# design 1

Design 1, cell sizes after repair:
Drawn at 3 px/um.
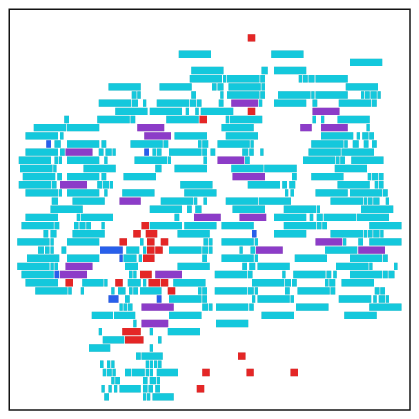

--- config.mk ---
export PLATFORM = sky130hd
export DESIGN_NAME = mesh_link_channel
export DESIGN_NICKNAME = d
export VERILOG_FILES = /design/src/rtl/mesh_link_channel.sv
export SDC_FILE = /design/constraint.sdc
export NUM_CORES = 1
export LEC_CHECK = 0
export ABC_AREA = 1
export ABC_CLOCK_PERIOD_IN_PS = 3000
export CAP_MARGIN = 20
export CORE_MARGIN = 2
export CORE_UTILIZATION = 32
export DETAILED_ROUTE_END_ITERATION = 16
export DONT_BUFFER_PORTS = 1
export SYNTH_ARGS = -nofsm -noshare
export SYNTH_HDL_FRONTEND = slang
export SYNTH_SLANG_ARGS = --single-unit
--- constraint.sdc ---
create_clock -name clk -period 3 [get_ports clk]
set_input_delay 0.45 -clock clk [delete_from_list [all_inputs] [get_ports clk]]
set_output_delay 0.45 -clock clk [all_outputs]
set_load 0.03 [all_outputs]
--- src/rtl/mesh_link_channel.sv ---
// One-direction mesh link: done-handshaked push from upstream tile into a FIFO, first-word fall-through valid/ready pop to downstream.
// Word visible one cycle after accept; sender is held (no done) while full, at most one accept per two cycles.
module mesh_link_channel #(
  parameter int WIDTH = 32,
  parameter int DEPTH = 4,
  localparam int CW = $clog2(DEPTH + 1)
) (
  input  logic             clk,
  input  logic             rst,
  input  logic [WIDTH-1:0] in_send_data,
  input  logic             in_send_ready,
  output logic             in_send_done,
  output logic [WIDTH-1:0] out_recv_data,
  output logic             out_recv_valid,
  input  logic             out_recv_ready,
  output logic [CW-1:0]    count,
  output logic             full
);

  localparam int AW = (DEPTH > 1) ? $clog2(DEPTH) : 1;

  logic [WIDTH-1:0] mem [DEPTH];
  logic [AW-1:0]    wr_ptr;
  logic [AW-1:0]    rd_ptr;
  logic             accept;
  logic             pop;

  // Full is deliberately not pop-aware; a blocked sender waits for count to drop first.
  assign full           = (count == CW'(DEPTH));
  assign accept         = in_send_ready && !full && !in_send_done;
  assign out_recv_valid = (count != '0);
  assign pop            = out_recv_valid && out_recv_ready;
  assign out_recv_data  = mem[rd_ptr];

  always_ff @(posedge clk) begin
    if (rst) begin
      count        <= '0;
      wr_ptr       <= '0;
      rd_ptr       <= '0;
      in_send_done <= 1'b0;
    end else begin
      in_send_done <= accept;
      // DEPTH is a power of two, so pointer overflow is the modulo wrap.
      if (accept) wr_ptr <= wr_ptr + 1'b1;
      if (pop)    rd_ptr <= rd_ptr + 1'b1;
      case ({accept, pop})
        2'b10:   count <= count + 1'b1;
        2'b01:   count <= count - 1'b1;
        default: count <= count;
      endcase
    end
  end

  always_ff @(posedge clk) begin
    if (!rst && accept) mem[wr_ptr] <= in_send_data;
  end

endmodule

# design 2

[src/rtl/stop_watch_pkg.sv]
// Shared types, digit limits and preset helpers for the lap stopwatch.
package stop_watch_pkg;

  typedef logic [3:0] bcd_t;

  typedef enum logic {
    MODE_UP   = 1'b0,
    MODE_DOWN = 1'b1
  } mode_t;

  typedef enum logic {
    ST_STOPPED = 1'b0,
    ST_RUNNING = 1'b1
  } run_state_t;

  localparam int unsigned CS_MAX = 99;
  localparam int unsigned MS_MAX = 59;

  function automatic logic [7:0] split_bcd(input int unsigned value);
    return {bcd_t'(value / 10), bcd_t'(value % 10)};
  endfunction

  // Hours saturate as a whole value; minute/second digits saturate independently.
  function automatic logic [7:0] clamp_field(input bcd_t tens, input bcd_t units,
                                             input bcd_t max_tens, input bcd_t max_units,
                                             input logic whole);
    bcd_t t;
    bcd_t u;
    t = (tens > 4'd9) ? 4'd9 : tens;
    u = (units > 4'd9) ? 4'd9 : units;
    if (whole) begin
      if ((t > max_tens) || ((t == max_tens) && (u > max_units))) begin
        t = max_tens;
        u = max_units;
      end
    end else begin
      if (t > max_tens) t = max_tens;
      if (u > max_units) u = max_units;
    end
    return {t, u};
  endfunction

endpackage

[src/rtl/stop_watch_lap_if.sv]
// Control inputs and display/status outputs of the lap stopwatch.
interface stop_watch_lap_if;
  import stop_watch_pkg::*;

  logic        clear;
  logic        start_stop;
  logic        lap;
  logic        mode_down;
  logic        load;
  logic [23:0] preset_bcd;
  bcd_t        hr_h, hr_l, min_h, min_l, sec_h, sec_l, cs_h, cs_l;
  logic        running;
  logic        lap_active;
  logic        ovf;
  logic        expired;

  modport master (
    output clear, start_stop, lap, mode_down, load, preset_bcd,
    input  hr_h, hr_l, min_h, min_l, sec_h, sec_l, cs_h, cs_l,
    input  running, lap_active, ovf, expired
  );

  modport slave (
    input  clear, start_stop, lap, mode_down, load, preset_bcd,
    output hr_h, hr_l, min_h, min_l, sec_h, sec_l, cs_h, cs_l,
    output running, lap_active, ovf, expired
  );

endinterface

[src/rtl/bcd_pair_counter.sv]
// Two-digit BCD modulo-(MAX+1) up/down counter; one link of the time cascade.
module bcd_pair_counter
  import stop_watch_pkg::*;
#(
  parameter bcd_t MAX_H = 4'd9,
  parameter bcd_t MAX_L = 4'd9
) (
  input  logic clk,
  input  logic rst,
  input  logic en,
  input  logic dir,
  input  logic load,
  input  bcd_t load_h,
  input  bcd_t load_l,
  input  logic clear,
  output bcd_t val_h,
  output bcd_t val_l,
  output bcd_t nxt_h,
  output bcd_t nxt_l,
  output logic cout,
  output logic at_zero,
  output logic at_max
);

  bcd_t h_q, l_q, h_d, l_d;

  assign at_zero = (h_q == 4'd0) && (l_q == 4'd0);
  assign at_max  = (h_q == MAX_H) && (l_q == MAX_L);
  assign cout    = en && (dir ? at_zero : at_max);

  always_comb begin
    h_d = h_q;
    l_d = l_q;
    if (clear) begin
      h_d = '0;
      l_d = '0;
    end else if (load) begin
      h_d = load_h;
      l_d = load_l;
    end else if (en && !dir) begin
      if (at_max) begin
        h_d = '0;
        l_d = '0;
      end else if (l_q == 4'd9) begin
        h_d = h_q + 4'd1;
        l_d = '0;
      end else begin
        l_d = l_q + 4'd1;
      end
    end else if (en && dir) begin
      // Borrow below zero wraps to the top of the range for this pair.
      if (at_zero) begin
        h_d = MAX_H;
        l_d = MAX_L;
      end else if (l_q == 4'd0) begin
        h_d = h_q - 4'd1;
        l_d = 4'd9;
      end else begin
        l_d = l_q - 4'd1;
      end
    end
  end

  always_ff @(posedge clk) begin
    if (rst) begin
      h_q <= '0;
      l_q <= '0;
    end else begin
      h_q <= h_d;
      l_q <= l_d;
    end
  end

  assign val_h = h_q;
  assign val_l = l_q;
  assign nxt_h = h_d;
  assign nxt_l = l_d;

endmodule

[src/rtl/stop_watch_lap.sv]
// HH:MM:SS.cc BCD stopwatch/timer with lap freeze, preset load and overflow/expiry flags.
// Button edges are registered once, so every action lands one clock after its edge is seen.
module stop_watch_lap
  import stop_watch_pkg::*;
#(
  parameter int unsigned CLK_FREQ_HZ = 100_000_000,
  parameter int unsigned HR_MAX      = 99
) (
  input  logic             clk,
  input  logic             rst,
  stop_watch_lap_if.slave  bus
);

  localparam int unsigned CLK_DIV    = CLK_FREQ_HZ / 100;
  localparam int unsigned PW         = (CLK_DIV > 1) ? $clog2(CLK_DIV) : 1;
  localparam logic [PW-1:0] PRESC_LAST = PW'(CLK_DIV - 1);
  localparam logic [7:0] HR_BCD = split_bcd(HR_MAX);
  localparam logic [7:0] MS_BCD = split_bcd(MS_MAX);
  localparam logic [7:0] CS_BCD = split_bcd(CS_MAX);

  logic [2:0] lvl, prev_q, prev_d, edge_q, edge_d;
  logic       clear_edge, start_edge, lap_edge;

  run_state_t    state_q, state_d;
  mode_t         mode_q, mode_d;
  logic          lap_active_q, lap_active_d;
  logic          ovf_q, ovf_d;
  logic          expired_q, expired_d;
  logic [PW-1:0] presc_q, presc_d;
  logic [31:0]   disp_q, disp_d;

  logic tick, tick_go, dir, cnt_clear, cnt_load, lap_capture;
  logic live_zero, reach_zero;
  logic [7:0] hr_cl, min_cl, sec_cl;
  logic [31:0] live_cur, live_nxt;

  bcd_t cc_h, cc_l, ss_h, ss_l, mm_h, mm_l, hh_h, hh_l;
  bcd_t cc_hn, cc_ln, ss_hn, ss_ln, mm_hn, mm_ln, hh_hn, hh_ln;
  logic cc_co, ss_co, mm_co, hh_co;
  logic cc_zero, ss_zero, mm_zero, hh_zero;
  logic cc_max, ss_max, mm_max, hh_max;
  logic unused_at_max;

  assign lvl        = {bus.clear, bus.start_stop, bus.lap};
  assign clear_edge = edge_q[2];
  assign start_edge = edge_q[1];
  assign lap_edge   = edge_q[0];

  always_comb begin
    prev_d = lvl;
    edge_d = lvl & ~prev_q;
  end

  assign hr_cl  = clamp_field(bus.preset_bcd[23:20], bus.preset_bcd[19:16], HR_BCD[7:4], HR_BCD[3:0], 1'b1);
  assign min_cl = clamp_field(bus.preset_bcd[15:12], bus.preset_bcd[11:8],  MS_BCD[7:4], MS_BCD[3:0], 1'b0);
  assign sec_cl = clamp_field(bus.preset_bcd[7:4],   bus.preset_bcd[3:0],   MS_BCD[7:4], MS_BCD[3:0], 1'b0);

  assign dir        = (mode_q == MODE_DOWN);
  assign tick       = (state_q == ST_RUNNING) && (presc_q == PRESC_LAST);
  assign tick_go    = tick && !clear_edge && !start_edge;
  assign live_zero  = cc_zero && ss_zero && mm_zero && hh_zero;
  assign reach_zero = (cc_h == 4'd0) && (cc_l == 4'd1) && ss_zero && mm_zero && hh_zero;
  assign live_cur   = {hh_h, hh_l, mm_h, mm_l, ss_h, ss_l, cc_h, cc_l};
  assign live_nxt   = {hh_hn, hh_ln, mm_hn, mm_ln, ss_hn, ss_ln, cc_hn, cc_ln};
  // Lower pairs signal their limit through the carry chain; at_max is informational.
  assign unused_at_max = cc_max & ss_max & mm_max & hh_max;

  bcd_pair_counter #(.MAX_H(CS_BCD[7:4]), .MAX_L(CS_BCD[3:0])) u_cc (
    .clk(clk), .rst(rst), .en(tick_go), .dir(dir), .load(cnt_load), .load_h(4'd0), .load_l(4'd0),
    .clear(cnt_clear), .val_h(cc_h), .val_l(cc_l), .nxt_h(cc_hn), .nxt_l(cc_ln),
    .cout(cc_co), .at_zero(cc_zero), .at_max(cc_max)
  );

  bcd_pair_counter #(.MAX_H(MS_BCD[7:4]), .MAX_L(MS_BCD[3:0])) u_ss (
    .clk(clk), .rst(rst), .en(cc_co), .dir(dir), .load(cnt_load), .load_h(sec_cl[7:4]), .load_l(sec_cl[3:0]),
    .clear(cnt_clear), .val_h(ss_h), .val_l(ss_l), .nxt_h(ss_hn), .nxt_l(ss_ln),
    .cout(ss_co), .at_zero(ss_zero), .at_max(ss_max)
  );

  bcd_pair_counter #(.MAX_H(MS_BCD[7:4]), .MAX_L(MS_BCD[3:0])) u_mm (
    .clk(clk), .rst(rst), .en(ss_co), .dir(dir), .load(cnt_load), .load_h(min_cl[7:4]), .load_l(min_cl[3:0]),
    .clear(cnt_clear), .val_h(mm_h), .val_l(mm_l), .nxt_h(mm_hn), .nxt_l(mm_ln),
    .cout(mm_co), .at_zero(mm_zero), .at_max(mm_max)
  );

  bcd_pair_counter #(.MAX_H(HR_BCD[7:4]), .MAX_L(HR_BCD[3:0])) u_hh (
    .clk(clk), .rst(rst), .en(mm_co), .dir(dir), .load(cnt_load), .load_h(hr_cl[7:4]), .load_l(hr_cl[3:0]),
    .clear(cnt_clear), .val_h(hh_h), .val_l(hh_l), .nxt_h(hh_hn), .nxt_l(hh_ln),
    .cout(hh_co), .at_zero(hh_zero), .at_max(hh_max)
  );

  // Priority: clear, then load (stopped only), then start toggle, lap and tick together.
  always_comb begin
    state_d      = state_q;
    mode_d       = mode_q;
    lap_active_d = lap_active_q;
    ovf_d        = ovf_q;
    expired_d    = expired_q;
    cnt_clear    = 1'b0;
    cnt_load     = 1'b0;
    lap_capture  = 1'b0;
    if (clear_edge) begin
      state_d      = ST_STOPPED;
      lap_active_d = 1'b0;
      ovf_d        = 1'b0;
      expired_d    = 1'b0;
      cnt_clear    = 1'b1;
    end else if (bus.load && (state_q == ST_STOPPED)) begin
      cnt_load  = 1'b1;
      ovf_d     = 1'b0;
      expired_d = 1'b0;
    end else begin
      if (start_edge) begin
        if (state_q == ST_RUNNING) begin
          state_d = ST_STOPPED;
        end else if (!(bus.mode_down && live_zero)) begin
          state_d = ST_RUNNING;
          mode_d  = bus.mode_down ? MODE_DOWN : MODE_UP;
        end
      end
      if (lap_edge) begin
        if (lap_active_q) begin
          lap_active_d = 1'b0;
        end else if (state_q == ST_RUNNING) begin
          lap_active_d = 1'b1;
          lap_capture  = 1'b1;
        end
      end
      if (tick_go) begin
        if (dir && reach_zero) begin
          state_d   = ST_STOPPED;
          expired_d = 1'b1;
        end
        if (!dir && hh_co) ovf_d = 1'b1;
      end
    end
  end

  always_comb begin
    presc_d = presc_q + PW'(1);
    if (clear_edge || start_edge || (state_q != ST_RUNNING) || (presc_q == PRESC_LAST)) begin
      presc_d = '0;
    end
    disp_d = live_nxt;
    if (lap_active_d) disp_d = lap_capture ? live_cur : disp_q;
  end

  always_ff @(posedge clk) begin
    if (rst) begin
      prev_q       <= lvl;
      edge_q       <= '0;
      state_q      <= ST_STOPPED;
      mode_q       <= MODE_UP;
      lap_active_q <= 1'b0;
      ovf_q        <= 1'b0;
      expired_q    <= 1'b0;
      presc_q      <= '0;
      disp_q       <= '0;
    end else begin
      prev_q       <= prev_d;
      edge_q       <= edge_d;
      state_q      <= state_d;
      mode_q       <= mode_d;
      lap_active_q <= lap_active_d;
      ovf_q        <= ovf_d;
      expired_q    <= expired_d;
      presc_q      <= presc_d;
      disp_q       <= disp_d;
    end
  end

  assign bus.hr_h       = disp_q[31:28];
  assign bus.hr_l       = disp_q[27:24];
  assign bus.min_h      = disp_q[23:20];
  assign bus.min_l      = disp_q[19:16];
  assign bus.sec_h      = disp_q[15:12];
  assign bus.sec_l      = disp_q[11:8];
  assign bus.cs_h       = disp_q[7:4];
  assign bus.cs_l       = disp_q[3:0];
  assign bus.running    = (state_q == ST_RUNNING);
  assign bus.lap_active = lap_active_q;
  assign bus.ovf        = ovf_q;
  assign bus.expired    = expired_q;

endmodule
[src/flat_wrapper.sv]
// flat-port wrapper written by rule: the top's interface ports become plain ports
module stop_watch_lap_flat import stop_watch_pkg::*;
#(
  parameter int unsigned CLK_FREQ_HZ = 100_000_000,
  parameter int unsigned HR_MAX      = 99
)
  (clk, rst, bus_clear, bus_start_stop, bus_lap, bus_mode_down, bus_load, bus_preset_bcd, bus_hr_h, bus_hr_l, bus_min_h, bus_min_l, bus_sec_h, bus_sec_l, bus_cs_h, bus_cs_l, bus_running, bus_lap_active, bus_ovf, bus_expired);
  stop_watch_lap_if bus_i ();
  input  logic clk;
  input  logic rst;
  input wire logic [$bits(bus_i.clear)-1:0] bus_clear;
  input wire logic [$bits(bus_i.start_stop)-1:0] bus_start_stop;
  input wire logic [$bits(bus_i.lap)-1:0] bus_lap;
  input wire logic [$bits(bus_i.mode_down)-1:0] bus_mode_down;
  input wire logic [$bits(bus_i.load)-1:0] bus_load;
  input wire logic [$bits(bus_i.preset_bcd)-1:0] bus_preset_bcd;
  output wire logic [$bits(bus_i.hr_h)-1:0] bus_hr_h;
  output wire logic [$bits(bus_i.hr_l)-1:0] bus_hr_l;
  output wire logic [$bits(bus_i.min_h)-1:0] bus_min_h;
  output wire logic [$bits(bus_i.min_l)-1:0] bus_min_l;
  output wire logic [$bits(bus_i.sec_h)-1:0] bus_sec_h;
  output wire logic [$bits(bus_i.sec_l)-1:0] bus_sec_l;
  output wire logic [$bits(bus_i.cs_h)-1:0] bus_cs_h;
  output wire logic [$bits(bus_i.cs_l)-1:0] bus_cs_l;
  output wire logic [$bits(bus_i.running)-1:0] bus_running;
  output wire logic [$bits(bus_i.lap_active)-1:0] bus_lap_active;
  output wire logic [$bits(bus_i.ovf)-1:0] bus_ovf;
  output wire logic [$bits(bus_i.expired)-1:0] bus_expired;
  assign bus_i.clear = bus_clear;
  assign bus_i.start_stop = bus_start_stop;
  assign bus_i.lap = bus_lap;
  assign bus_i.mode_down = bus_mode_down;
  assign bus_i.load = bus_load;
  assign bus_i.preset_bcd = bus_preset_bcd;
  assign bus_hr_h = bus_i.hr_h;
  assign bus_hr_l = bus_i.hr_l;
  assign bus_min_h = bus_i.min_h;
  assign bus_min_l = bus_i.min_l;
  assign bus_sec_h = bus_i.sec_h;
  assign bus_sec_l = bus_i.sec_l;
  assign bus_cs_h = bus_i.cs_h;
  assign bus_cs_l = bus_i.cs_l;
  assign bus_running = bus_i.running;
  assign bus_lap_active = bus_i.lap_active;
  assign bus_ovf = bus_i.ovf;
  assign bus_expired = bus_i.expired;
  stop_watch_lap #(.CLK_FREQ_HZ(CLK_FREQ_HZ), .HR_MAX(HR_MAX)) u_core (.clk(clk), .rst(rst), .bus(bus_i));
endmodule
[config.mk]
export PLATFORM = sky130hd
export DESIGN_NAME = stop_watch_lap_flat
export DESIGN_NICKNAME = d
export VERILOG_FILES = /design/src/rtl/stop_watch_pkg.sv /design/src/rtl/stop_watch_lap_if.sv /design/src/rtl/bcd_pair_counter.sv /design/src/rtl/stop_watch_lap.sv /design/src/flat_wrapper.sv
export SDC_FILE = /design/constraint.sdc
export NUM_CORES = 1
export LEC_CHECK = 0
export CELL_PAD_IN_SITES_DETAIL_PLACEMENT = 0
export CELL_PAD_IN_SITES_GLOBAL_PLACEMENT = 1
export CORE_ASPECT_RATIO = 0.75
export CORE_MARGIN = 3
export CORE_UTILIZATION = 42
export DETAILED_ROUTE_END_ITERATION = 8
export HOLD_SLACK_MARGIN = 0.03
export PLACE_DENSITY = 0.86
export SYNTH_ARGS = -nofsm -noshare
export SYNTH_HDL_FRONTEND = slang
export SYNTH_SLANG_ARGS = --single-unit
[constraint.sdc]
create_clock -name clk -period 3.2 [get_ports clk]
set_clock_uncertainty 0.05 [all_clocks]
set_input_delay 0.32 -clock clk [delete_from_list [all_inputs] [get_ports clk]]
set_output_delay 0.32 -clock clk [all_outputs]
set_load 0.02 [all_outputs]
# design 3

[config.mk]
export PLATFORM = sky130hd
export DESIGN_NAME = eth_avalon_txbd_fetch
export DESIGN_NICKNAME = d
export VERILOG_FILES = /design/src/rtl/eth_avalon_txbd_fetch.sv
export SDC_FILE = /design/constraint.sdc
export NUM_CORES = 1
export LEC_CHECK = 0
export ABC_AREA = 1
export CAP_MARGIN = 20
export CORE_ASPECT_RATIO = 0.8
export CORE_MARGIN = 2
export CORE_UTILIZATION = 45
export DETAILED_ROUTE_END_ITERATION = 16
export DONT_BUFFER_PORTS = 1
export GPL_ROUTABILITY_DRIVEN = 1
export MAX_ROUTING_LAYER = met4
export SYNTH_ARGS = -nofsm -noshare
export SYNTH_HDL_FRONTEND = slang
export SYNTH_SLANG_ARGS = --single-unit
export TNS_END_PERCENT = 20
[constraint.sdc]
create_clock -name clock -period 3.99 [get_ports clock]
set_input_delay 0.9975 -clock clock [delete_from_list [all_inputs] [get_ports clock]]
set_output_delay 0.9975 -clock clock [all_outputs]
set_load 0.03 [all_outputs]
[src/rtl/eth_avalon_txbd_fetch.sv]
// TX buffer-descriptor engine on port B of the dual-port BD RAM.
// Walks the TX ring, fetches both words of each ready descriptor, offers it
// to the TX DMA, then writes back the completion status with RD cleared and
// raises the matching interrupt pulse.
module eth_avalon_txbd_fetch #(
    parameter int DEPTH       = 128,
    parameter int POLL_CYCLES = 16,
    localparam int AW         = $clog2(DEPTH),
    localparam int IW         = AW - 1
) (
    input  logic          clock,
    input  logic          reset_n,
    input  logic          tx_en,
    input  logic [AW-1:0] tx_bd_num,
    output logic [AW-1:0] bd_address,
    output logic          bd_wren,
    output logic [31:0]   bd_wdata,
    input  logic [31:0]   bd_rdata,
    output logic          desc_valid,
    input  logic          desc_ready,
    output logic [15:0]   desc_len,
    output logic [31:0]   desc_ptr,
    output logic          desc_pad,
    output logic          desc_crc,
    input  logic          done_valid,
    input  logic [8:0]    done_status,
    output logic          txb_irq,
    output logic          txe_irq,
    output logic [IW-1:0] cur_bd
);

    localparam int PW = (POLL_CYCLES > 1) ? $clog2(POLL_CYCLES) : 1;
    localparam logic [PW-1:0] POLL_LAST = PW'(POLL_CYCLES - 1);
    localparam logic [AW-1:0] MAX_BDS   = AW'(DEPTH / 2);

    typedef enum logic [3:0] {
        IDLE,
        RD0,
        RD0_W,
        POLL,
        RD1,
        RD1_W,
        OFFER,
        BUSY,
        WB
    } state_t;

    state_t          state;
    logic [IW-1:0]   index;
    logic [PW-1:0]   poll_cnt;
    logic [31:0]     word0;
    logic [AW-1:0]   bd_limit;
    logic            last_bd;
    logic            frame_error;

    // Descriptor fields are presented straight from the captured word0.
    assign desc_len = word0[31:16];
    assign desc_pad = word0[12];
    assign desc_crc = word0[11];
    assign cur_bd   = index;

    // Clamp the ring size to what the RAM can hold and decide whether the
    // current descriptor is the last one of the ring; a count of zero also
    // wraps so the index can never run past a shrunken ring.
    always_comb begin
        bd_limit    = (tx_bd_num > MAX_BDS) ? MAX_BDS : tx_bd_num;
        last_bd     = (({1'b0, index} + AW'(1)) >= bd_limit);
        frame_error = done_status[8] | done_status[7] | done_status[6] | done_status[0];
    end

    // Ring walker: fetch, poll, offer, wait for completion, write back.
    // Addresses are registered one state early so the RAM's one-cycle read
    // latency lands bd_rdata exactly in the *_W capture states.
    always_ff @(posedge clock or negedge reset_n) begin
        if (!reset_n) begin
            state      <= IDLE;
            index      <= '0;
            poll_cnt   <= '0;
            word0      <= '0;
            desc_ptr   <= '0;
            desc_valid <= 1'b0;
            bd_address <= '0;
            bd_wren    <= 1'b0;
            bd_wdata   <= '0;
            txb_irq    <= 1'b0;
            txe_irq    <= 1'b0;
        end else begin
            bd_wren <= 1'b0;
            txb_irq <= 1'b0;
            txe_irq <= 1'b0;
            case (state)
                IDLE: begin
                    if (!tx_en) begin
                        index <= '0;
                    end else if (tx_bd_num != '0) begin
                        bd_address <= {index, 1'b0};
                        state      <= RD0;
                    end
                end
                RD0: begin
                    state <= RD0_W;
                end
                RD0_W: begin
                    word0 <= bd_rdata;
                    if (!tx_en) begin
                        state <= IDLE;
                    end else if (!bd_rdata[15]) begin
                        poll_cnt <= '0;
                        state    <= POLL;
                    end else begin
                        bd_address <= {index, 1'b1};
                        state      <= RD1;
                    end
                end
                POLL: begin
                    if (!tx_en) begin
                        state <= IDLE;
                    end else if (poll_cnt == POLL_LAST) begin
                        bd_address <= {index, 1'b0};
                        state      <= RD0;
                    end else begin
                        poll_cnt <= poll_cnt + PW'(1);
                    end
                end
                RD1: begin
                    state <= RD1_W;
                end
                RD1_W: begin
                    desc_ptr   <= bd_rdata;
                    desc_valid <= 1'b1;
                    state      <= OFFER;
                end
                OFFER: begin
                    // A handshake seen by the DMA always wins over a late
                    // disable, otherwise the DMA would run an orphan frame.
                    if (desc_ready) begin
                        desc_valid <= 1'b0;
                        state      <= BUSY;
                    end else if (!tx_en) begin
                        desc_valid <= 1'b0;
                        state      <= IDLE;
                    end
                end
                BUSY: begin
                    if (done_valid) begin
                        bd_wren    <= 1'b1;
                        bd_address <= {index, 1'b0};
                        bd_wdata   <= {word0[31:16], 1'b0, word0[14:9], done_status};
                        if (word0[14]) begin
                            txe_irq <= frame_error;
                            txb_irq <= ~frame_error;
                        end
                        state <= WB;
                    end
                end
                WB: begin
                    index <= (word0[13] || last_bd) ? '0 : index + IW'(1);
                    state <= IDLE;
                end
                default: begin
                    state <= IDLE;
                end
            endcase
        end
    end

endmodule

# design 4

## src/rtl/b_dx_packer_213.sv

```systemverilog
// Output packer for the (2,1,3) Viterbi decoder: packs Dx bits LSB-first into words and queues them in a show-ahead FIFO.
// Optional error tagging of words is enabled by defining B_DX_PACK_ERRTAG_EN.
module b_dx_packer_213 #(
    parameter int WORD_W     = 8,
    parameter int FIFO_DEPTH = 4,
    parameter int FRAME_BITS = 64
) (
    input  logic                    clock,
    input  logic                    reset,
    input  logic                    Dx,
    input  logic                    oe,
    input  logic                    sync_error,
    output logic [WORD_W-1:0]       dout,
    output logic [$clog2(WORD_W):0] dout_nbits,
    output logic                    dout_last,
    output logic                    dout_err,
    output logic                    dout_valid,
    input  logic                    dout_ready,
    output logic                    overflow
);
    localparam int NB_W  = $clog2(WORD_W) + 1;
    localparam int FC_W  = $clog2(FRAME_BITS + 1);
    localparam int PTR_W = $clog2(FIFO_DEPTH);
    localparam int CNT_W = PTR_W + 1;
    localparam int ENT_W = WORD_W + NB_W + 2;

    // CLOSE marks the shift register as holding an already-pushed word.
    typedef enum logic {ACCUM, CLOSE} state_e;

    state_e            state_q;
    logic [WORD_W-1:0] shift_q;
    logic [WORD_W-1:0] word_d;
    logic [NB_W-1:0]   bit_cnt_q;
    logic [NB_W-1:0]   bit_cnt_d;
    logic [FC_W-1:0]   frame_cnt_q;
    logic [FC_W-1:0]   frame_cnt_d;
    logic              close_w;
    logic              last_w;
    logic              err_word;

    logic [ENT_W-1:0]  mem_q [FIFO_DEPTH];
    logic [PTR_W-1:0]  wr_ptr_q;
    logic [PTR_W-1:0]  rd_ptr_q;
    logic [CNT_W-1:0]  count_q;
    logic              overflow_q;
    logic              push;
    logic              pop;
    logic              full;
    logic [ENT_W-1:0]  head;

    // NOTE: every always_comb output gets a default first so no latch is inferred.
    always_comb begin
        word_d = (state_q == CLOSE) ? '0 : shift_q;
        for (int i = 0; i < WORD_W; i++) begin
            if (bit_cnt_q == NB_W'(i)) word_d[i] = Dx;
        end
        bit_cnt_d   = bit_cnt_q + 1'b1;
        frame_cnt_d = frame_cnt_q + 1'b1;
        last_w      = oe && (frame_cnt_d == FC_W'(FRAME_BITS));
        close_w     = oe && (last_w || (bit_cnt_d == NB_W'(WORD_W)));
    end

    // NOTE: sequential state uses non-blocking assignments only.
    always_ff @(posedge clock or posedge reset) begin
        if (reset) begin
            state_q     <= CLOSE;
            shift_q     <= '0;
            bit_cnt_q   <= '0;
            frame_cnt_q <= '0;
        end else if (oe) begin
            shift_q     <= word_d;
            frame_cnt_q <= last_w ? '0 : frame_cnt_d;
            if (close_w) begin
                state_q   <= CLOSE;
                bit_cnt_q <= '0;
            end else begin
                state_q   <= ACCUM;
                bit_cnt_q <= bit_cnt_d;
            end
        end
    end

`ifdef B_DX_PACK_ERRTAG_EN
    logic err_q;

    always_ff @(posedge clock or posedge reset) begin
        if (reset)          err_q <= 1'b0;
        else if (close_w)   err_q <= 1'b0;
        else if (sync_error) err_q <= 1'b1;
    end

    assign err_word = err_q | sync_error;
`else
    // Error tagging disabled: sync_error is deliberately ignored.
    assign err_word = 1'b0 & sync_error;
`endif

    assign full = (count_q == CNT_W'(FIFO_DEPTH));
    assign pop  = (count_q != '0) && dout_ready;
    assign push = close_w && (!full || pop);

    always_ff @(posedge clock or posedge reset) begin
        if (reset) begin
            wr_ptr_q   <= '0;
            rd_ptr_q   <= '0;
            count_q    <= '0;
            overflow_q <= 1'b0;
        end else begin
            if (push) wr_ptr_q <= wr_ptr_q + 1'b1;
            if (pop)  rd_ptr_q <= rd_ptr_q + 1'b1;
            if (push && !pop)      count_q <= count_q + 1'b1;
            else if (pop && !push) count_q <= count_q - 1'b1;
            if (close_w && !push) overflow_q <= 1'b1;
        end
    end

    // NOTE: the storage array has no reset; outputs are gated by dout_valid instead.
    always_ff @(posedge clock) begin
        if (push) mem_q[wr_ptr_q] <= {last_w, err_word, bit_cnt_d, word_d};
    end

    assign head       = mem_q[rd_ptr_q];
    assign dout_valid = (count_q != '0);
    assign dout       = dout_valid ? head[WORD_W-1:0] : '0;
    assign dout_nbits = dout_valid ? head[WORD_W +: NB_W] : '0;
    assign dout_err   = dout_valid & head[ENT_W-2];
    assign dout_last  = dout_valid & head[ENT_W-1];
    assign overflow   = overflow_q;
endmodule

```

## config.mk

```make
export PLATFORM = sky130hd
export DESIGN_NAME = b_dx_packer_213
export DESIGN_NICKNAME = d
export VERILOG_FILES = /design/src/rtl/b_dx_packer_213.sv
export SDC_FILE = /design/constraint.sdc
export NUM_CORES = 1
export LEC_CHECK = 0
export CAP_MARGIN = 20
export CORE_MARGIN = 3
export CORE_UTILIZATION = 48
export CTS_CLUSTER_DIAMETER = 50
export DETAILED_ROUTE_END_ITERATION = 16
export PLACE_DENSITY = 0.76
export SYNTH_ARGS = -nofsm -noshare
export SYNTH_HDL_FRONTEND = slang
export SYNTH_SLANG_ARGS = --single-unit
```

## constraint.sdc

```tcl
create_clock -name clock -period 8.2 [get_ports clock]
set_input_delay 0.82 -clock clock [delete_from_list [all_inputs] [get_ports clock]]
set_output_delay 0.82 -clock clock [all_outputs]
set_load 0.01 [all_outputs]
```

Design 3, cell placement:
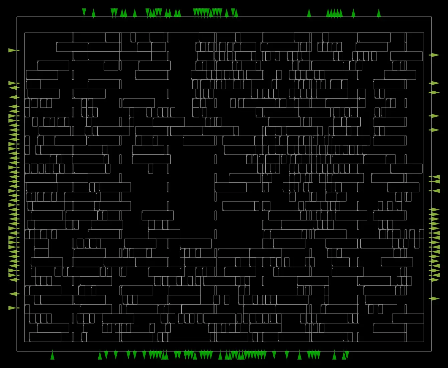
seq_cells: 110
core footprint: 10410 um^2
final standard cell count with taps included and fillers excluded: 685

==> notes.md, design 3 <==
fresh numbers from the pnr run: synthesized area per cell 8.683 um^2, layout filler cell count between 900 and 1000, met1 layer wirelength in the final routing 4.907 mm, post-synthesis to final-layout area growth 6.308%, number of routed nets with antenna violations 0, critical path's most frequent cell nand3_1, worst hold slack around 0.35 ns, clock tree from TritonCTS done, final hold viol count 0, total sequential power 2.80 mW, largest registers desc_ptr (32), bd_wdata (31), word0 (22), number of pins with negative max-slew slack in the final report 0, number of post-CTS setup repair buffers 0, leakage power summed over all cells approximately 2.8 nW, weighted congestion at the end of routability-driven global placement about 0.90, area share of xor/xnor cells in the synthesized design less than 1%, Die ar. 11700 um^2, combinational-cell power consumption 0.900 mW, post-route worst setup slack 1.518 ns, required time of the critical path 4.27 ns, Layout Utilization 49.86%, RSZ-0062 raised after global routing false, busiest layer in global routing met2, number of tap cells added at floorplan about 140, crit path max-delay cell type dfrtp_1, kind of start point of the critical path flip-flop, largest register by flop count desc_ptr, Synth Area in Adders 2.308%, post-cts hold buffer count 0, post-synthesis sequential area ratio 56.41%, most area-hungry cell class in the final design registers, buffer cell driving the clock tree root clkbuf_16, Max rail drop VDD 0.0004835 V, library cell with the largest summed area after synthesis dfrtp_1, Cell Area, Placed ~4800 um^2, end of the worst register-to-register path cur_bd[1], final setup violation count 0, Worst R2R Setup Slack 1.52 ns, pin slew with the least headroom to its limit 0.6904 ns, final worst clock skew between 0.003 and 0.004 ns, PD cells 894.5 nW/um^2, run status complete, no violations, grt met1 use between 20% and 30%, bufs w/o clock 2, Setup WS pre-CTS 1.429 ns, wire length on met2 4.710 mm, CTS max path bufs 2, number of flip-flops and latches in the synthesized netlist 110, Tmin final 2.472 ns, total length of routed met3 wires 650 um, share of the clock period used by the worst path 61.96%, max capacitance violation total 0, total track usage between 10% and 20%, overall power after layout ~4.6 mW, GR met2 Demand/Resource 29.03%
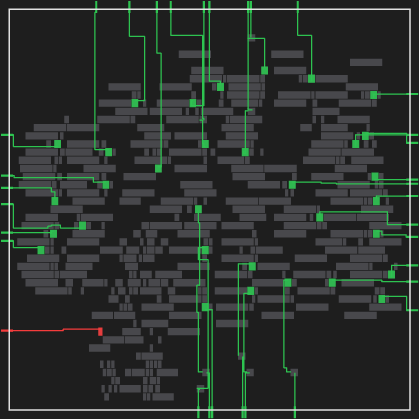
Design 1: port wiring
Drawn at 3 px/um.
full -> red  # direction output, edge west, end cells 1, buffers 0, wire 30.4 um
out_recv_data -> green  # direction output, edge 11 east, 9 north, 6 south, 6 west, end cells 32, buffers 8, wire 1020 um
Ports: 74
PortBufs: 0

About 'cell sizes after repair' of design 1:
x6 and larger -> purple  # cells 21, most used clkbuf_16
x1 and smaller -> cyan  # cells 359, most used edfxtp_1
x3 and x4 -> red  # cells 25, most used buf_4
x2 -> blue  # cells 8, most used clkinv_2

==> notes.md, design 1 <==
fresh numbers from the pnr run: WP depth 4, detailed-route DRC error count 0, max reg flops 128, count of tool warnings 29, Cell Area, Placed approximately 5600 um^2, most frequent cell after synthesis edfxtp_1, top power consumer group sequential cells, total track usage 13.33%, Worst R2R Setup Slack 0.82 ns, highest-count cells in the layout ignoring fill and taps 128 x edfxtp_1, 71 x nor2_1, 38 x o21ai_0, via count around 3000, kind of path behind the tightest hold check input port to flip-flop, dominant register cell edfxtp_1, cells after synthesis ~380, run status complete, no violations, bufs w/o clock 19, pin count of the biggest net entering global routing roughly 65, PD cells between 900 and 1000 nW/um^2, most area-hungry cell class in the final design registers, number of placed instances with taps included between 600 and 700, Netlist Area Pre-Place 5330 um^2, Net Switching roughly 1.9 mW, post-route worst setup slack 0.4298 ns, leakage power summed over all cells 2.084 nW, DRT Wirelength 11.15 mm, number of clock buffers in the layout 19, library cell with the largest summed area after synthesis edfxtp_1, commonest non-fill, non-tap cell in the layout edfxtp_1, largest registers mem (128), count (3), layout filler cell count between 1500 and 2000, number of cells on the worst hold path 0, simple logic cell fraction of the synthesized area 7.559%, Layout Utilization 37.63%, post-synthesis sequential area ratio 75.87%, H-tree levels 4, final worst clock skew ~0.005 ns, number of search-and-repair iterations in the first detailed-routing pass 4, met3 routing resource usage after global routing under 10%, top routing layer used met4, Reg2Reg Depth 12, CP delay by family, top AND-OR/OR-AND gates, number of flip-flops and latches in the synthesized netlist 138, later-pin clock latency in the skew report roughly 0.4 ns, final antenna diode count 0, count of flip-flops with a built-in enable after synthesis between 100 and 150
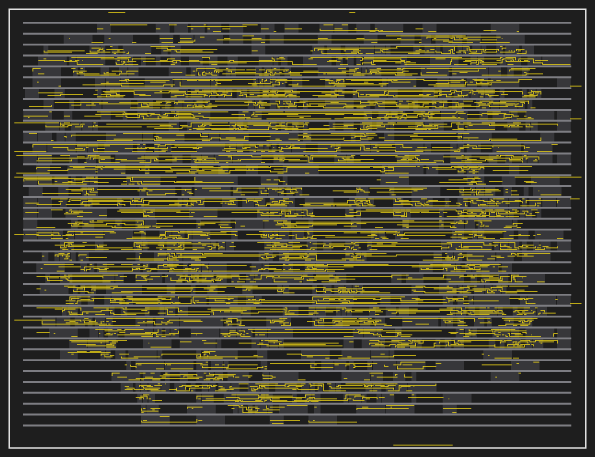
Design 2: the metal 1 layer
Drawn at 4 px/um. Supply wires on this layer in gray.
share of all routed wire = 44%
nets with wire on the layer = 843
wire length on this layer = 9600 um
longest straight run = 59.3 um
main direction = horizontal
DRT Wirelength: 21.87 mm
grt met1 use: 39.62%

==> notes.md, design 2 <==
fresh numbers from the pnr run: Netlist Area Pre-Place roughly 6000 um^2, register share of total power a little over two fifths, Layout Utilization 53.22%, cells after synthesis 774, highest attainable clock frequency 0.3604 GHz, kind of path behind the tightest hold check flip-flop to flip-flop, CTS max path bufs 2, Inverters excl. clock 38, dominant register cell dfxtp_1, cts repair resizes 0, run status complete, no violations, clock slew at the register clock pins of the worst setup and hold paths 0.07 ns, multiplexer fraction of the synthesized cell area 0.6700%, number of placed instances with taps included 1016, post-synthesis chip area from yosys between 5000 and 6000 um^2, synthesized area per cell 7.721 um^2, later-pin clock latency in the skew report 0.35 ns, Max rail drop VDD roughly 0.00032 V, final standard cell count with taps included and fillers excluded 1032, clock group power 1.19 mW, post-synthesis sequential area ratio 31.83%, Setup crit end kind flip-flop, CP delay by family, top simple AND/OR/NAND/NOR gates, HPWL after detailed placement 16.54 mm, met1 layer wirelength in the final routing approximately 9.6 mm, Synthesized Nets between 800 and 900, async set-reset flop share out of synthesis 0%, Comb power frac approximately 15%, weighted congestion at the end of routability-driven global placement just over 1, worst setup path endpoint u_core.disp_q[28], Setup WS pre-CTS 0.4492 ns, met3 routing resource usage after global routing 8.435%, vertical die dimension 109.3 um, PD cells 396.7 nW/um^2, list of cells traversed by the critical path ha_1, and2_1, and2_0, nand4_1, nor3_1, nor2_1, nand3b_1, a211oi_1, count of flip-flops with a built-in enable after synthesis 0, area used by multi-input combinational logic 3759 um^2, seq_cells 95, crit path max-delay cell type nor3_1, sequential cell area 1902 um^2, library cell with the largest summed area after synthesis dfxtp_1, post-route worst setup slack between 0.4 and 0.5 ns, hold worst-path end u_core.edge_q[0], Reg2Reg Depth 8, largest register by flop count u_core.disp_q, Synth Area in Adders 4.816%, post-synthesis to final-layout area growth 22.86%, simple logic cell fraction of the synthesized area 30.88%, Die ar. ~16000 um^2, final antenna diode count 0, required time of the critical path 3.43 ns, Worst Setup Path Type flip-flop to flip-flop, max reg flops 32, post-route cell area ~7300 um^2, layout filler cell count 1328, Slowest Stage Delay on Critical Path 0.71 ns, number of tap cells added at floorplan 175, busiest layer in global routing met2, Sinks on Clock Net 95, kind of start point of the critical path flip-flop, wire length on met2 9.243 mm, post-cts hold buffer count 0, clock tree from TritonCTS done, buffer cell driving the clock tree root clkbuf_16, area share of xor/xnor cells in the synthesized design approximately 3.4%, vias in the first global route 5940, count of nets after finishing 906, leakage power summed over all cells 2.685 nW
Design 4, port wiring:
Drawn at 4 px/um.
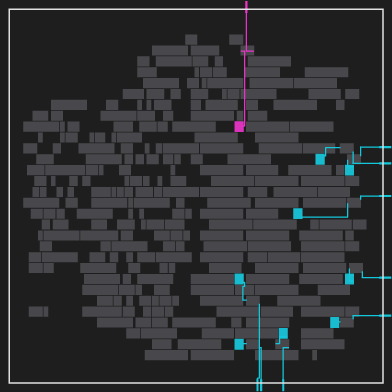
dout -> cyan  # direction output, edge 5 east, 3 south, end cells 8, buffers 8, wire 114 um
dout_last -> magenta  # direction output, edge north, end cells 1, buffers 1, wire 31.9 um

==> notes.md, design 4 <==
fresh numbers from the pnr run: async set-reset flop share out of synthesis 35.00%, area used by multi-input combinational logic 1285 um^2, number of cells on the worst hold path 1, final hold viol count 0, max reg flops about 52, Synth Area in Adders 4.331%, later-pin clock latency in the skew report 0.34 ns, Crit Reg-Reg Startpoint frame_cnt_q[0], Reg2Reg Depth 11, area share of xor/xnor cells in the synthesized design about 4%, fraction of standard cell area that is sequential 54.50%, Clk network pwr share 21.5%, total of warnings raised by yosys 0, run status complete, no violations, final worst clock skew 0.004102 ns, total length of routed met3 wires 250 um, starting density of the core between 40% and 50%, seq_cells 80, count of tool warnings 34, sequential cell area 2263 um^2, number of post-CTS setup repair buffers 0, detailed-route DRC error count 0, largest register by flop count mem_q, share of cells above drive strength 1 around 23%, number of placed instances with taps included between 300 and 400, weighted congestion at the end of routability-driven global placement 0.7009, clock slew at the register clock pins of the worst setup and hold paths 0.08 ns, highest attainable clock frequency 0.2946 GHz, sw frac 32.12%, synthesized area per cell around 15 um^2, Worst R2R Setup Slack 5.01 ns, kind of path behind the tightest hold check flip-flop to flip-flop, number of routed nets with antenna violations 0, Setup WS pre-CTS 4.444 ns, arrival time at the worst endpoint 3.67 ns, non-clk buf share 5.423%, Setup crit end kind flip-flop, number of buffer and inverter stages on the critical path 3, multiplexer fraction of the synthesized cell area between 10% and 20%, Overflow after GRT 0

==> notes/layouts.md <==
Pictures saved along the way, in no particular order.

Cell sizes after repair.
picture 1
Drawn at 3 px/um.
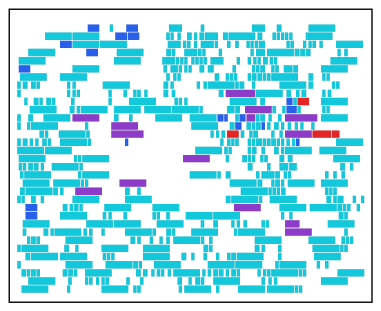
picture 2
Drawn at 4 px/um.
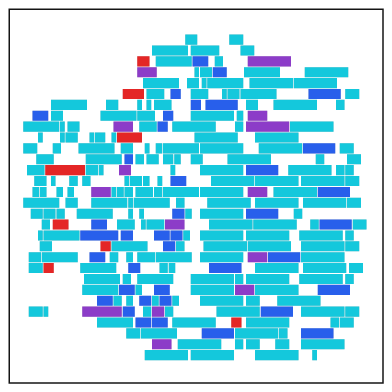
picture 3
Drawn at 2 px/um.
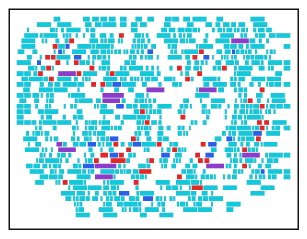
- smallest die: picture 2
Picture 3 is design 2.
Picture 1 is design 3.
Picture 2 is design 4.

Key to picture 2:
x2 -> blue  # cells 39, most used mux4_2
x3 and x4 -> red  # cells 8, most used clkinvlp_4
x1 and smaller -> cyan  # cells 203, most used edfxtp_1
x6 and larger -> purple  # cells 14, most used clkbuf_8



==> screenshots <==
The metal 1 layer.
Plate I
Drawn at 4 px/um. Supply wires on this layer in gray.
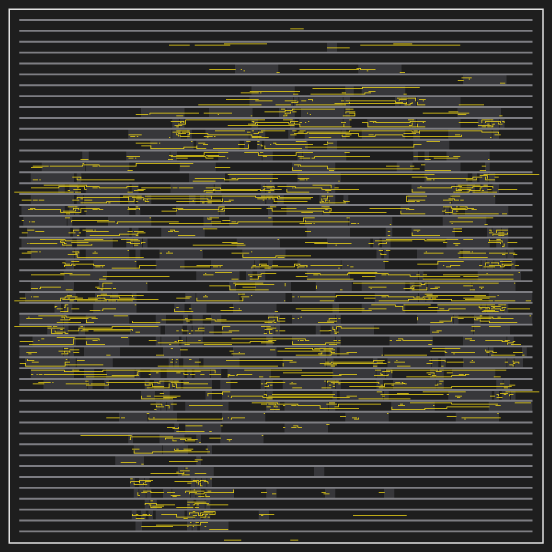
Plate II
Drawn at 6 px/um. Supply wires on this layer in gray.
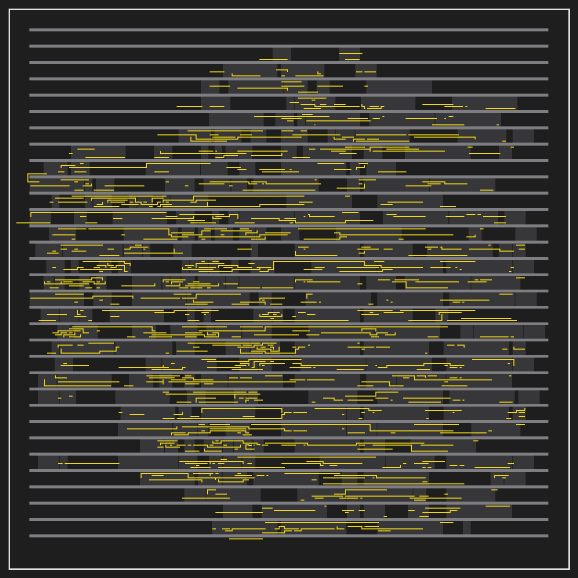
Plate III
Drawn at 4 px/um. Supply wires on this layer in gray.
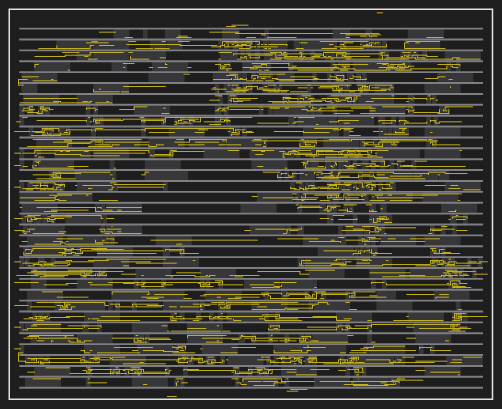
For design 3, see Plate III.
For design 4, see Plate II.
For design 1, see Plate I.
Of these, smallest die: Plate II


==> notes/layouts.md <==
Pictures saved along the way, in no particular order.

Cell placement.
image #1
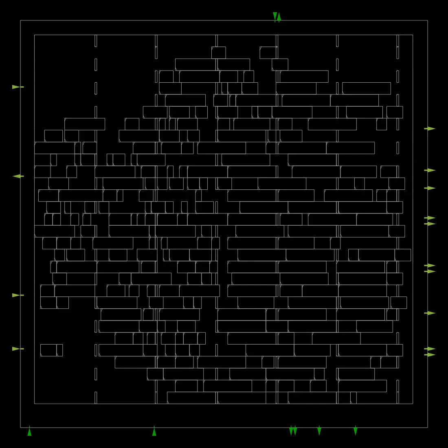
image #2
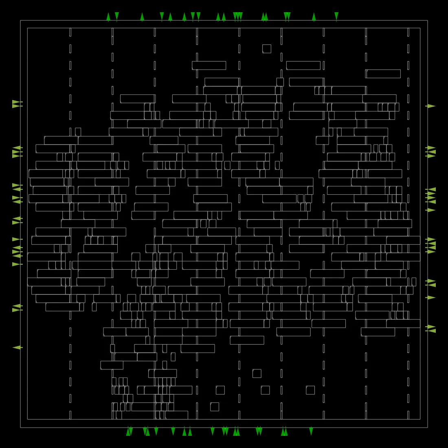
image #3
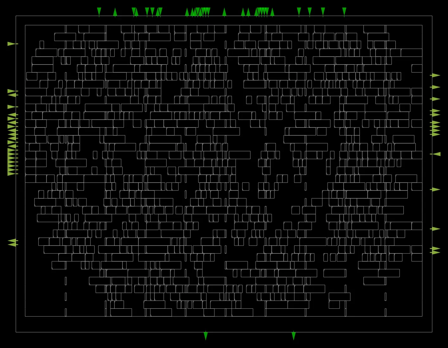
Of these, fewest cells: image #1
Of these, most sequential cells: image #2
Design 1 is image #2.
Design 4 is image #1.
Design 2 is image #3.

Power is estimated from default activity; no workload was simulated.
